=== block 1 ===
block_1/cell_classes.png
Drawn at 4 px/um. Fill, decap, tap and diode cells in gray.
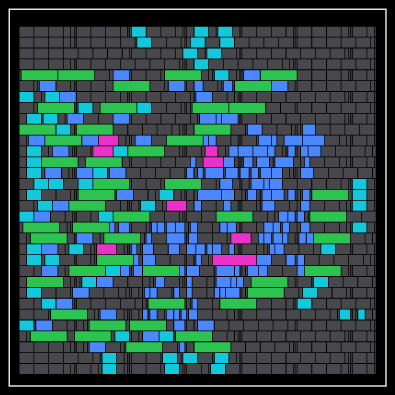

File: config.mk
export PLATFORM = sky130hd
export DESIGN_NAME = fs_accel_wload
export DESIGN_NICKNAME = d
export VERILOG_FILES = /design/src/rtl/fs_accel_wload.sv
export SDC_FILE = /design/constraint.sdc
export NUM_CORES = 1
export LEC_CHECK = 0
export CAP_MARGIN = 15
export CORE_MARGIN = 2
export CORE_UTILIZATION = 29
export DETAILED_ROUTE_END_ITERATION = 6
export PLACE_DENSITY_LB_ADDON = 0.25
export SYNTH_ARGS = -nofsm -noshare
export SYNTH_HDL_FRONTEND = slang
export SYNTH_SLANG_ARGS = --single-unit
File: constraint.sdc
create_clock -name clk -period 5.3 [get_ports clk]
set_input_delay 0.53 -clock clk [delete_from_list [all_inputs] [get_ports clk]]
set_output_delay 0.53 -clock clk [all_outputs]
set_load 0.02 [all_outputs]
File: src/rtl/fs_accel_wload.sv
// 3x3 kernel weight loader: gathers byte triples from a stream and writes
// them one kernel row at a time into a row-select weight demux.
module fs_accel_wload #(
    parameter int KCNT_W = 8
) (
    input  logic              clk,
    input  logic              rst_n,
    input  logic              wl_start,
    input  logic [KCNT_W-1:0] wl_kcnt,
    input  logic              wl_clr,
    input  logic [7:0]        wl_di,
    input  logic              wl_di_valid,
    output logic              wl_di_ready,
    output logic [7:0]        wl_do_0,
    output logic [7:0]        wl_do_1,
    output logic [7:0]        wl_do_2,
    output logic [1:0]        wl_sel,
    output logic              wl_we,
    output logic [KCNT_W-1:0] wl_kidx,
    output logic              wl_busy,
    output logic              wl_done
);

    typedef enum logic [1:0] {IDLE, COLLECT, ISSUE, DONE} state_t;

    state_t              state, state_nxt;
    logic [2:0][7:0]     row_q;
    logic [1:0]          byte_cnt;
    logic [1:0]          row_cnt;
    logic [1:0]          sel_q;
    logic [KCNT_W-1:0]   kern_cnt;
    logic [KCNT_W-1:0]   kcnt_lat;
    logic                accept;
    logic                last_row;

    assign accept   = (state == COLLECT) && wl_di_valid && !wl_clr;
    // Unreachable with kcnt_lat=0: a zero count jumps straight to DONE.
    assign last_row = (row_cnt == 2'd2) && (kern_cnt == kcnt_lat - 1'b1);

    always_ff @(posedge clk or negedge rst_n) begin
        if (!rst_n) state <= IDLE;
        else        state <= state_nxt;
    end

    always_comb begin
        state_nxt   = state;
        wl_di_ready = 1'b0;
        wl_we       = 1'b0;
        wl_done     = 1'b0;
        wl_busy     = (state != IDLE);
        case (state)
            IDLE: begin
                if (wl_start)
                    state_nxt = (wl_kcnt == '0) ? DONE : COLLECT;
            end
            COLLECT: begin
                wl_di_ready = 1'b1;
                if (accept && byte_cnt == 2'd2)
                    state_nxt = ISSUE;
            end
            ISSUE: begin
                wl_we     = !wl_clr;
                state_nxt = last_row ? DONE : COLLECT;
            end
            DONE: begin
                wl_done   = !wl_clr;
                state_nxt = IDLE;
            end
            default: state_nxt = IDLE;
        endcase
        if (wl_clr)
            state_nxt = IDLE;
    end

    // Row data and select only move on accepted bytes, so they hold across
    // abort and idle periods.
    always_ff @(posedge clk or negedge rst_n) begin
        if (!rst_n) begin
            row_q    <= '0;
            sel_q    <= '0;
            byte_cnt <= '0;
            row_cnt  <= '0;
            kern_cnt <= '0;
            kcnt_lat <= '0;
        end else if (wl_clr) begin
            byte_cnt <= '0;
            row_cnt  <= '0;
            kern_cnt <= '0;
        end else begin
            case (state)
                IDLE: begin
                    if (wl_start) begin
                        kcnt_lat <= wl_kcnt;
                        byte_cnt <= '0;
                        row_cnt  <= '0;
                        kern_cnt <= '0;
                    end
                end
                COLLECT: begin
                    if (accept) begin
                        row_q[byte_cnt] <= wl_di;
                        if (byte_cnt == 2'd2) begin
                            byte_cnt <= '0;
                            sel_q    <= row_cnt;
                        end else begin
                            byte_cnt <= byte_cnt + 2'd1;
                        end
                    end
                end
                ISSUE: begin
                    if (row_cnt == 2'd2) begin
                        row_cnt <= '0;
                        // Final kernel index is kept for readback after DONE.
                        if (!last_row)
                            kern_cnt <= kern_cnt + 1'b1;
                    end else begin
                        row_cnt <= row_cnt + 2'd1;
                    end
                end
                default: ;
            endcase
        end
    end

    assign wl_do_0 = row_q[0];
    assign wl_do_1 = row_q[1];
    assign wl_do_2 = row_q[2];
    assign wl_sel  = sel_q;
    assign wl_kidx = kern_cnt;

endmodule

=== block 2 ===
### src/rtl/chan_readout_framer.sv
// chan_readout_framer
// Frames the 12-bit samples from one readout channel into 16-bit words for the
// SPI slave. Each frame is a header, the samples, then a trailer. The words are
// written to a small FIFO with a registered first-word-fall-through output.
// The channel cannot be stalled, so a sample that finds the FIFO full is
// dropped and flagged instead.
//
// Ports
//   clk, reset_n      system clock, synchronous active-low reset
//   start, how_many   readout start pulse and requested sample count
//   sample_in/_valid  channel data and its strobe
//   ro_enable         channel readout enable; a falling edge ends the frame
//   out_data/_valid   FIFO head word and not-empty flag
//   out_ready         consumer takes out_data when out_valid is also high
//   busy              frame in progress (any state but IDLE)
//   overflow          at least one sample dropped in the current frame
//   fifo_level        words currently held in the FIFO
//
// state | meaning
// ------+-----------------------------------------------------------
// IDLE  | waiting for start
// HDR   | header pending, pushed as soon as there is room
// DATA  | taking samples until how_many received or ro_enable falls
// TRL   | trailer pending, pushed as soon as there is room
module chan_readout_framer #(
  parameter int         SIZE       = 12,
  parameter int         WIDTH      = 12,
  parameter logic [3:0] CHAN_ID    = 4'h0,
  parameter int         DEPTH_LOG2 = 4
) (
  input  logic                  clk,
  input  logic                  reset_n,
  input  logic                  start,
  input  logic [SIZE-1:0]       how_many,
  input  logic [WIDTH-1:0]      sample_in,
  input  logic                  sample_valid,
  input  logic                  ro_enable,
  output logic [15:0]           out_data,
  output logic                  out_valid,
  input  logic                  out_ready,
  output logic                  busy,
  output logic                  overflow,
  output logic [DEPTH_LOG2:0]   fifo_level
);

  localparam int DEPTH = 1 << DEPTH_LOG2;
  localparam int LW    = DEPTH_LOG2 + 1;

  typedef enum logic [1:0] {S_IDLE, S_HDR, S_DATA, S_TRL} state_t;

  state_t state_q, state_d;

  logic [SIZE-1:0] hm_q;
  logic [SIZE-1:0] cnt_q;
  logic [SIZE-1:0] rcv_q;
  logic [7:0]      seq_q;
  logic            ovf_q;
  logic            ro_q;
  logic            busy_q;

  logic [15:0]           mem [DEPTH];
  logic [DEPTH_LOG2-1:0] wr_ptr;
  logic [DEPTH_LOG2-1:0] rd_ptr;
  logic [LW-1:0]         level_q;
  logic [15:0]           head_q;

  logic            pop;
  logic            full;
  logic            space;
  logic            ro_fall;
  logic [SIZE:0]   rcv_next;
  logic            last_sample;

  // FSM outputs
  logic            push;
  logic [15:0]     push_word;
  logic            frame_start;
  logic            cnt_inc;
  logic            rcv_inc;
  logic            ovf_set;
  logic            seq_inc;

  // FIFO next-head helpers
  logic [LW-1:0]         lvl_after_pop;
  logic [DEPTH_LOG2-1:0] rd_next;
  logic [15:0]           head_next;

  assign pop   = (level_q != '0) && out_ready;
  assign full  = (level_q == LW'(DEPTH));
  // A pop in the same cycle frees a slot, so a full FIFO can still accept.
  assign space = !full || pop;

  assign ro_fall     = ro_q && !ro_enable;
  assign rcv_next    = {1'b0, rcv_q} + (SIZE+1)'(1);
  assign last_sample = sample_valid && (rcv_next == {1'b0, hm_q});

  // State register
  always_ff @(posedge clk) begin
    if (!reset_n) state_q <= S_IDLE;
    else          state_q <= state_d;
  end

  // Next-state logic
  always_comb begin
    state_d = state_q;
    case (state_q)
      S_IDLE: if (start) state_d = S_HDR;
      S_HDR:  if (space) state_d = S_DATA;
      S_DATA: begin
        if (hm_q == '0)                  state_d = S_TRL;
        else if (last_sample || ro_fall) state_d = S_TRL;
      end
      S_TRL:  if (space) state_d = S_IDLE;
      default: state_d = S_IDLE;
    endcase
  end

  // Output logic
  always_comb begin
    push        = 1'b0;
    push_word   = 16'h0000;
    frame_start = 1'b0;
    cnt_inc     = 1'b0;
    rcv_inc     = 1'b0;
    ovf_set     = 1'b0;
    seq_inc     = 1'b0;
    case (state_q)
      S_IDLE: frame_start = start;
      S_HDR: begin
        if (space) begin
          push      = 1'b1;
          push_word = {4'hA, CHAN_ID, seq_q};
        end
        if (sample_valid) ovf_set = 1'b1;
      end
      S_DATA: begin
        // With a zero-length request the frame closes without taking samples.
        if ((hm_q != '0) && sample_valid) begin
          rcv_inc = 1'b1;
          if (space) begin
            push      = 1'b1;
            push_word = {4'h0, 12'(sample_in)};
            cnt_inc   = 1'b1;
          end else begin
            ovf_set = 1'b1;
          end
        end
      end
      S_TRL: begin
        if (space) begin
          push      = 1'b1;
          push_word = {3'b111, ovf_q, 12'(cnt_q)};
          seq_inc   = 1'b1;
        end
      end
      default: ;
    endcase
  end

  // Frame bookkeeping
  always_ff @(posedge clk) begin
    if (!reset_n) begin
      hm_q   <= '0;
      cnt_q  <= '0;
      rcv_q  <= '0;
      seq_q  <= '0;
      ovf_q  <= 1'b0;
      ro_q   <= 1'b0;
      busy_q <= 1'b0;
    end else begin
      ro_q   <= ro_enable;
      busy_q <= (state_d != S_IDLE);
      if (frame_start) begin
        hm_q  <= how_many;
        cnt_q <= '0;
        rcv_q <= '0;
        ovf_q <= 1'b0;
      end else begin
        if (cnt_inc) cnt_q <= cnt_q + SIZE'(1);
        if (rcv_inc) rcv_q <= rcv_q + SIZE'(1);
        if (ovf_set) ovf_q <= 1'b1;
      end
      if (seq_inc) seq_q <= seq_q + 8'd1;
    end
  end

  // FIFO storage (contents need no reset; pointers and level gate every read)
  always_ff @(posedge clk) begin
    if (push) mem[wr_ptr] <= push_word;
  end

  // The head register is loaded with whatever will be at the read pointer
  // after this cycle's pop; when the pop empties the FIFO, that is the word
  // being pushed right now.
  assign lvl_after_pop = level_q - LW'(pop);
  assign rd_next       = rd_ptr + DEPTH_LOG2'(pop);
  assign head_next     = (lvl_after_pop == '0) ? push_word : mem[rd_next];

  always_ff @(posedge clk) begin
    if (!reset_n) begin
      wr_ptr  <= '0;
      rd_ptr  <= '0;
      level_q <= '0;
      head_q  <= 16'h0000;
    end else begin
      if (push) wr_ptr <= wr_ptr + DEPTH_LOG2'(1);
      rd_ptr <= rd_next;
      case ({push, pop})
        2'b10:   level_q <= level_q + LW'(1);
        2'b01:   level_q <= level_q - LW'(1);
        default: level_q <= level_q;
      endcase
      if ((lvl_after_pop != '0) || push) head_q <= head_next;
    end
  end

  assign out_data   = head_q;
  assign out_valid  = (level_q != '0);
  assign fifo_level = level_q;
  assign busy       = busy_q;
  assign overflow   = ovf_q;

endmodule
### config.mk
export PLATFORM = sky130hd
export DESIGN_NAME = chan_readout_framer
export DESIGN_NICKNAME = d
export VERILOG_FILES = /design/src/rtl/chan_readout_framer.sv
export SDC_FILE = /design/constraint.sdc
export NUM_CORES = 1
export LEC_CHECK = 0
export ABC_CLOCK_PERIOD_IN_PS = 5200
export CAP_MARGIN = 30
export CORE_MARGIN = 1.5
export CORE_UTILIZATION = 40
export DETAILED_ROUTE_END_ITERATION = 8
export PLACE_DENSITY_LB_ADDON = 0.15
export SLEW_MARGIN = 5
export SYNTH_ARGS = -nofsm -noshare
export SYNTH_HDL_FRONTEND = slang
export SYNTH_SLANG_ARGS = --single-unit
### constraint.sdc
create_clock -name clk -period 5.2 [get_ports clk]
set_clock_uncertainty 0.1 [all_clocks]
set_input_delay 1.3 -clock clk [delete_from_list [all_inputs] [get_ports clk]]
set_output_delay 1.3 -clock clk [all_outputs]
set_load 0.005 [all_outputs]
=== block 3 ===
==> src/rtl/half_sched_pkg.sv <==
// Shared types for the half-precision accumulator scheduler.
// The result entry layout follows the package defaults for BITS and NUM_REQ.
package half_sched_pkg;

  localparam int unsigned BITS_DEF    = 16;
  localparam int unsigned NUM_REQ_DEF = 4;
  localparam int unsigned LENGTH_DEF  = 10;

  localparam int unsigned ID_W  = $clog2(NUM_REQ_DEF);
  localparam int unsigned CNT_W = $clog2(LENGTH_DEF) + 1;

  typedef enum logic [1:0] {
    IDLE,
    STREAM,
    DRAIN
  } sched_state_t;

  typedef struct packed {
    logic [ID_W-1:0]     id;
    logic [BITS_DEF-1:0] sum;
  } res_entry_t;

endpackage

==> src/rtl/sched_rr_arbiter.sv <==
// Combinational round-robin pick: first requester at or above rr_ptr, wrapping.
module sched_rr_arbiter
  import half_sched_pkg::*;
#(
  parameter int unsigned NUM_REQ = 4
) (
  input  logic [NUM_REQ-1:0]         req,
  input  logic [$clog2(NUM_REQ)-1:0] rr_ptr,
  output logic [NUM_REQ-1:0]         gnt_oh,
  output logic [$clog2(NUM_REQ)-1:0] gnt_idx
);

  localparam int unsigned IdW = $clog2(NUM_REQ);

  logic [IdW-1:0] idx;
  logic           found;

  always_comb begin
    gnt_oh  = '0;
    gnt_idx = '0;
    found   = 1'b0;
    idx     = '0;
    for (int unsigned off = 0; off < NUM_REQ; off++) begin
      idx = IdW'((32'(rr_ptr) + off) % NUM_REQ);
      if (!found && req[idx]) begin
        found       = 1'b1;
        gnt_oh[idx] = 1'b1;
        gnt_idx     = idx;
      end
    end
  end

endmodule

==> src/rtl/half_accum_scheduler.sv <==
// Time-shares one half_stream_accumulate between NUM_REQ requesters, one vector per grant,
// and queues tagged results in a small fall-through FIFO.
module half_accum_scheduler
  import half_sched_pkg::*;
#(
  parameter int unsigned BITS      = BITS_DEF,
  parameter int unsigned LENGTH    = LENGTH_DEF,
  parameter int unsigned NUM_REQ   = NUM_REQ_DEF,
  parameter int unsigned RES_DEPTH = 2,
  parameter int unsigned DRAIN_MAX = 8
) (
  input  logic                       clk,
  input  logic                       rst,
  input  logic [NUM_REQ-1:0]         req_valid,
  input  logic [NUM_REQ*BITS-1:0]    req_data,
  output logic [NUM_REQ-1:0]         req_ready,
  output logic                       acc_in_valid,
  output logic [BITS-1:0]            acc_a,
  input  logic                       acc_out_valid,
  input  logic [BITS-1:0]            acc_c,
  output logic                       res_valid,
  output logic [BITS-1:0]            res_data,
  output logic [$clog2(NUM_REQ)-1:0] res_id,
  input  logic                       res_ready,
  output logic                       busy,
  output logic                       err
);

  localparam int unsigned IdW  = $clog2(NUM_REQ);
  localparam int unsigned CntW = $clog2(LENGTH) + 1;
  localparam int unsigned TmrW = $clog2(DRAIN_MAX) + 1;
  localparam int unsigned PtrW = (RES_DEPTH > 1) ? $clog2(RES_DEPTH) : 1;
  localparam int unsigned FcW  = $clog2(RES_DEPTH + 1);

  sched_state_t       state_q, state_d;
  logic [IdW-1:0]     gnt_q, gnt_d, rr_ptr_q, rr_ptr_d, arb_idx;
  logic [NUM_REQ-1:0] arb_oh;
  logic [CntW-1:0]    cnt_q, cnt_d;
  logic [TmrW-1:0]    tmr_q, tmr_d;
  logic               err_q, err_d;

  res_entry_t         fifo_q [RES_DEPTH];
  logic [PtrW-1:0]    wr_ptr_q, rd_ptr_q;
  logic [FcW-1:0]     fifo_cnt_q;
  logic               push, pop, fifo_full;

  logic [BITS-1:0]    req_beat [NUM_REQ];

  for (genvar i = 0; i < NUM_REQ; i++) begin : g_beat
    assign req_beat[i] = req_data[i*BITS +: BITS];
  end

  sched_rr_arbiter #(
    .NUM_REQ(NUM_REQ)
  ) u_arb (
    .req    (req_valid),
    .rr_ptr (rr_ptr_q),
    .gnt_oh (arb_oh),
    .gnt_idx(arb_idx)
  );

  assign fifo_full = (fifo_cnt_q == FcW'(RES_DEPTH));
  assign res_valid = (fifo_cnt_q != '0);
  assign pop       = res_valid & res_ready;
  assign res_data  = res_valid ? fifo_q[rd_ptr_q].sum : '0;
  assign res_id    = res_valid ? fifo_q[rd_ptr_q].id : '0;
  assign busy      = (state_q != IDLE);
  assign err       = err_q;

  always_comb begin
    state_d      = state_q;
    gnt_d        = gnt_q;
    rr_ptr_d     = rr_ptr_q;
    cnt_d        = cnt_q;
    tmr_d        = tmr_q;
    err_d        = err_q;
    push         = 1'b0;
    req_ready    = '0;
    acc_in_valid = 1'b0;
    acc_a        = '0;

    // A result from the accumulator is only expected while draining.
    if (acc_out_valid && state_q != DRAIN) err_d = 1'b1;

    case (state_q)
      IDLE: begin
        // Grant only with a free result slot, so the eventual push can never overflow.
        if (|arb_oh && !fifo_full) begin
          gnt_d    = arb_idx;
          rr_ptr_d = (arb_idx == IdW'(NUM_REQ - 1)) ? '0 : arb_idx + 1'b1;
          cnt_d    = '0;
          state_d  = STREAM;
        end
      end
      STREAM: begin
        req_ready[gnt_q] = 1'b1;
        acc_in_valid     = req_valid[gnt_q];
        if (acc_in_valid) begin
          acc_a = req_beat[gnt_q];
          if (cnt_q == CntW'(LENGTH - 1)) begin
            cnt_d   = '0;
            tmr_d   = '0;
            state_d = DRAIN;
          end else begin
            cnt_d = cnt_q + 1'b1;
          end
        end else if (cnt_q != '0) begin
          // Mid-vector gap: the accumulator has already discarded its partial sum.
          err_d   = 1'b1;
          cnt_d   = '0;
          state_d = IDLE;
        end
      end
      DRAIN: begin
        if (acc_out_valid) begin
          push    = 1'b1;
          state_d = IDLE;
        end else if (tmr_q == TmrW'(DRAIN_MAX - 1)) begin
          err_d   = 1'b1;
          state_d = IDLE;
        end else begin
          tmr_d = tmr_q + 1'b1;
        end
      end
      default: state_d = IDLE;
    endcase
  end

  always_ff @(posedge clk or posedge rst) begin
    if (rst) begin
      state_q  <= IDLE;
      gnt_q    <= '0;
      rr_ptr_q <= '0;
      cnt_q    <= '0;
      tmr_q    <= '0;
      err_q    <= 1'b0;
    end else begin
      state_q  <= state_d;
      gnt_q    <= gnt_d;
      rr_ptr_q <= rr_ptr_d;
      cnt_q    <= cnt_d;
      tmr_q    <= tmr_d;
      err_q    <= err_d;
    end
  end

  always_ff @(posedge clk or posedge rst) begin
    if (rst) begin
      wr_ptr_q   <= '0;
      rd_ptr_q   <= '0;
      fifo_cnt_q <= '0;
      for (int unsigned i = 0; i < RES_DEPTH; i++) fifo_q[i] <= '0;
    end else begin
      if (push) begin
        fifo_q[wr_ptr_q] <= '{id: gnt_q, sum: acc_c};
        wr_ptr_q         <= (wr_ptr_q == PtrW'(RES_DEPTH - 1)) ? '0 : wr_ptr_q + 1'b1;
      end
      if (pop) begin
        rd_ptr_q <= (rd_ptr_q == PtrW'(RES_DEPTH - 1)) ? '0 : rd_ptr_q + 1'b1;
      end
      if (push && !pop) begin
        fifo_cnt_q <= fifo_cnt_q + 1'b1;
      end else if (pop && !push) begin
        fifo_cnt_q <= fifo_cnt_q - 1'b1;
      end
    end
  end

endmodule

==> config.mk <==
export PLATFORM = sky130hd
export DESIGN_NAME = half_accum_scheduler
export DESIGN_NICKNAME = d
export VERILOG_FILES = /design/src/rtl/half_sched_pkg.sv /design/src/rtl/sched_rr_arbiter.sv /design/src/rtl/half_accum_scheduler.sv
export SDC_FILE = /design/constraint.sdc
export NUM_CORES = 1
export LEC_CHECK = 0
export ABC_AREA = 1
export CAP_MARGIN = 40
export CORE_ASPECT_RATIO = 2
export CORE_MARGIN = 2
export CORE_UTILIZATION = 42
export DETAILED_ROUTE_END_ITERATION = 8
export PLACE_DENSITY = 0.77
export SLEW_MARGIN = 20
export SYNTH_ARGS = -nofsm -noshare
export SYNTH_HDL_FRONTEND = slang
export SYNTH_HIERARCHICAL = 1
export SYNTH_SLANG_ARGS = --single-unit
==> constraint.sdc <==
create_clock -name clk -period 2.6 [get_ports clk]
set_clock_uncertainty 0.15 [all_clocks]
set_input_delay 0.52 -clock clk [delete_from_list [all_inputs] [get_ports clk]]
set_output_delay 0.52 -clock clk [all_outputs]
set_load 0.01 [all_outputs]
block_2/clock_map.png
Drawn at 2 px/um.
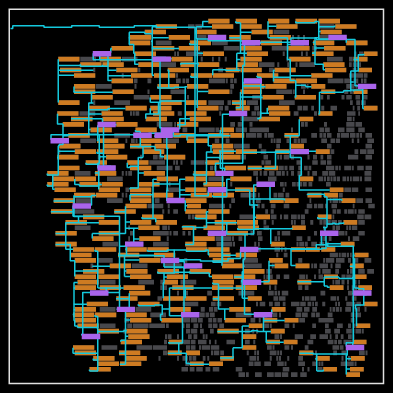
legend:
  flip-flops:
    color: orange
    count: 317
  clock wires:
    color: cyan
    length: 3880 um
  cells driving clock nets:
    color: purple
    count: 35
routed clock nets: 36

==> run notes, block 2 <==
* **ranking of synthesized cells by area** edfxtp_1, dfxtp_1, mux4_2
* **combinational cell fraction of total power** 30.6%
* **run status** completed
* **minimum clock period** 4.00 ns
* **largest area contributor in the synthesized netlist** edfxtp_1
* **mux frac, synth** 10.8%
* **net load switching power** 2.34 mW
* **count of tool warnings** 33
* **placed standard-cell area** 14800 um^2
* **drt via density** 5.40
* **global-route wire length before repair** 50600 um
* **cell total in the yosys stat output** 940
* **simple-gate share of the synthesized area** 10.3%
* **Non-Clock Inverter Count** 14
* **area of the die** 34800 um^2
* **number of clock sinks** 317
* **number of detailed-routing iterations run before antenna repair** 7
* **Placed Cells** 1432
* **pin count of the biggest net entering global routing** 52
* **Core ar.** 32800 um^2
* **Ant. Diodes** 0
* **biggest area consumer among cell classes** sequential cells
* **Power Internal** 5.33 mW
* **multi-input gate area in the final layout** 4480 um^2
block 2: registers in the layout, summed over array words and instances (netlist names):
| register | count |
|---|---|
| rd_ptr | 4 |
| rcv_q | 12 |
| state_q | 2 |
| overflow | 1 |
| wr_ptr | 4 |
| seq_q | 8 |
| fifo_level | 5 |
| hm_q | 12 |
| busy | 1 |
| out_data | 15 |
| ro_q | 1 |
| mem | 240 |
| cnt_q | 12 |
block 2: metal layers:
layer	track usage (%)	vias up	wire, um
met3	3.67	56	1730
met1	25.6	4075	14600
li1	-	3725	-
met5	0	-	0
met2	32.1	208	15800
met4	6.66	0	1040
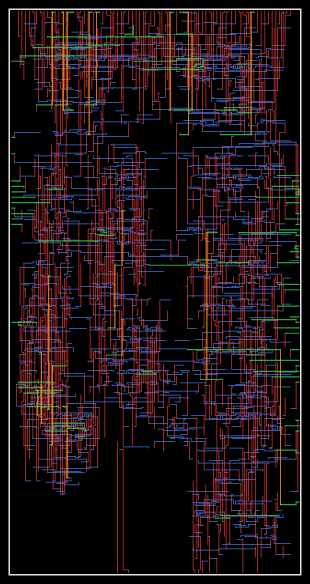
block_3/metal_stack.png
Drawn at 4 px/um.
legend:
  met1:
    color: blue
    wire_length: 4210 um
  met2:
    color: red
    wire_length: 6480 um
  met4:
    color: orange
    wire_length: 439 um
  met3:
    color: green
    wire_length: 552 um

==> run notes, block 3 <==
* **run status** completed
* **register cell area after layout** 1400 um^2
* **Final Slew Violations** 0
* **grt ovf** 0
* **highest clock frequency the design can meet** 393 MHz
* **most frequent cell after synthesis** nand2_1
* **CP endpoint kind** output pin
* **buffer levels on the longest clock path** 2
* **top cell family by delay on the critical path** buffers and inverters
* **register-to-register setup slack** 0.18 ns
* **Clock Power** 769 uW
* **cell total in the yosys stat output** 560
* **fraction of layout cells with a size suffix above 1** 14.2%
* **largest reg by FF count** fifo_q
* **number of hold-slack violations in the final timing report** 0
## block 3: routing by layer
metal	up-vias	global-route usage [%]	routed length (um)
met1	1984	25.2	4210
li1	2116	-	-
met3	41	3.07	552
met4	0	8.48	438
met5	-	0	0
met2	166	42.1	6480
## block 3: cells by family (layout without fill, tap and decap cells)
family / count (synthesis) / in the layout / share of synthesized area [%]
and+or+nand+nor: 297 / 299 / 34.6
buffers and inverters: 81 / 224 / 8.98
DFF: 56 / 56 / 35.6
AOI/OAI and AO/OA: 104 / 104 / 14.6
xor gates and xnor gates: 7 / 7 / 1.56
adders and majority gates: 15 / 15 / 4.76
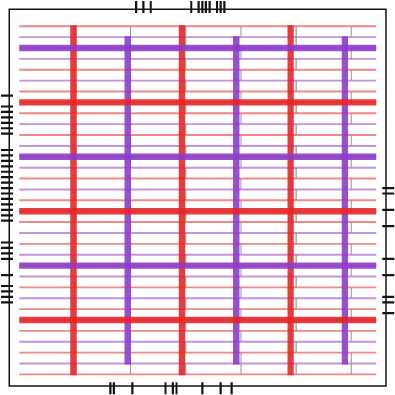
block_1/pdn.png
Drawn at 4 px/um. Pins as bars on the die edge. Tap cells in gray.
legend:
  VDD:
    color: purple
  VSS:
    color: red
met4 straps: 6
met5 straps: 6
signal pins: 59

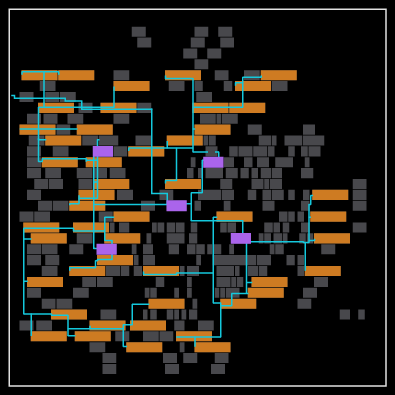
block_1/clock_map.png
Drawn at 4 px/um.
legend:
  cells driving clock nets:
    color: purple
    count: 5
  flip-flops:
    color: orange
    count: 48
  clock wires:
    color: cyan
    length: 619 um
routed clock nets: 6

Notes on block_1/cell_classes.png above:
legend:
  flip-flops:
    color: green
    cells: 48
    share_of_their_area: 40%
  all other logic:
    color: blue
    cells: 151
    share_of_their_area: 37%
  clock drivers and dummy loads:
    color: magenta
    cells: 8
    share_of_their_area: 4.0%
  other buffers and delay cells:
    color: cyan
    cells: 59
    share_of_their_area: 19%

==> run notes, block 1 <==
* **area of the die** 8800 um^2
* **Clock Power** 280 uW
* **post-synth net total** 227
* **Reg power frac** 46.3%
* **fraction of area in non-clock buffers** 18.6%
* **Distinct lib cells used** 47
* **minimum clock period** 2.58 ns
* **cts bufs inserted** 5
* **post-route setup slack** 2.72 ns
* **# nets final** 288
* **CTS clk-pin slew, worst paths** 0.09 ns
* **worst-case headroom to the max-slew limit** 47.4%
* **detailed placer's ending HPWL** 3830 um
* **commonest non-fill, non-tap cells in the layout** clkdlybuf4s50_1, dfrtp_1, mux2_2, nand2_1, nor2_1
* **Sw Ratio** 28.1%
* **chip area estimate from yosys synthesis** 2340 um^2
* **biggest area consumer among cell classes** sequential cells
* **pre-placement core utilization** 30.1%
* **GR Util met3** 6.18%
* **post-synthesis average cell area** 11.5 um^2
* **Clock Tree Root** clkbuf_8
* **count of instances resized after the clock tree is built** 0
* **Power Total** 949 uW
* **Final Slew Violations** 0
* **top-area cell type share of the netlist area** 51.3%
* **run status** completed
* **Setup violations, final** 0
* **register-to-register setup slack** 2.85 ns
* **ranking of synthesized cells by area** dfrtp_1, mux2_2, nand2_1
* **ClkCell Share** 3.86%
## block 1: Yosys cell counts (2+ instances only)
master / n
o21ai_0: 9
ha_1: 2
buf_2: 2
xor2_1: 6
or2_2: 2
nand2_1: 15
a21oi_1: 11
xnor2_1: 3
mux2i_1: 2
nor4_1: 3
nand2b_1: 2
nor2b_1: 9
nand3_1: 5
or3_1: 7
dfrtp_1: 48
inv_1: 4
mux2_2: 32
nor2_1: 13
## block 1: worst max-delay path: stages
cell             delay (ns)
clkdlybuf4s50_1        0.61
nor2_1                 0.27
clkdlybuf4s50_1        0.64


## Gallery

Routing congestion.
image #1
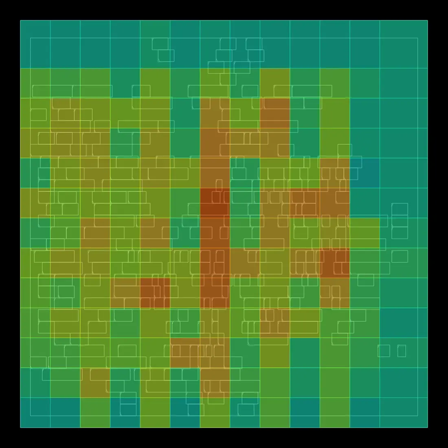
image #2
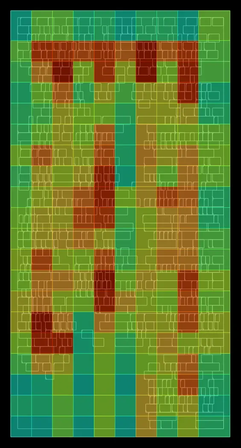
image #3
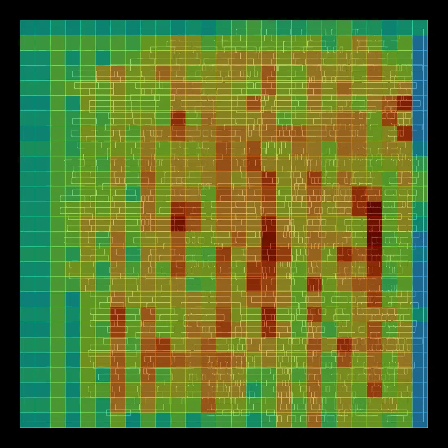
Of these, lowest utilization: image #1
Of these, lowest track usage: image #1
- image #2 = block 3
- image #3 = block 2
- image #1 = block 1

Power is estimated from default activity; no workload was simulated.
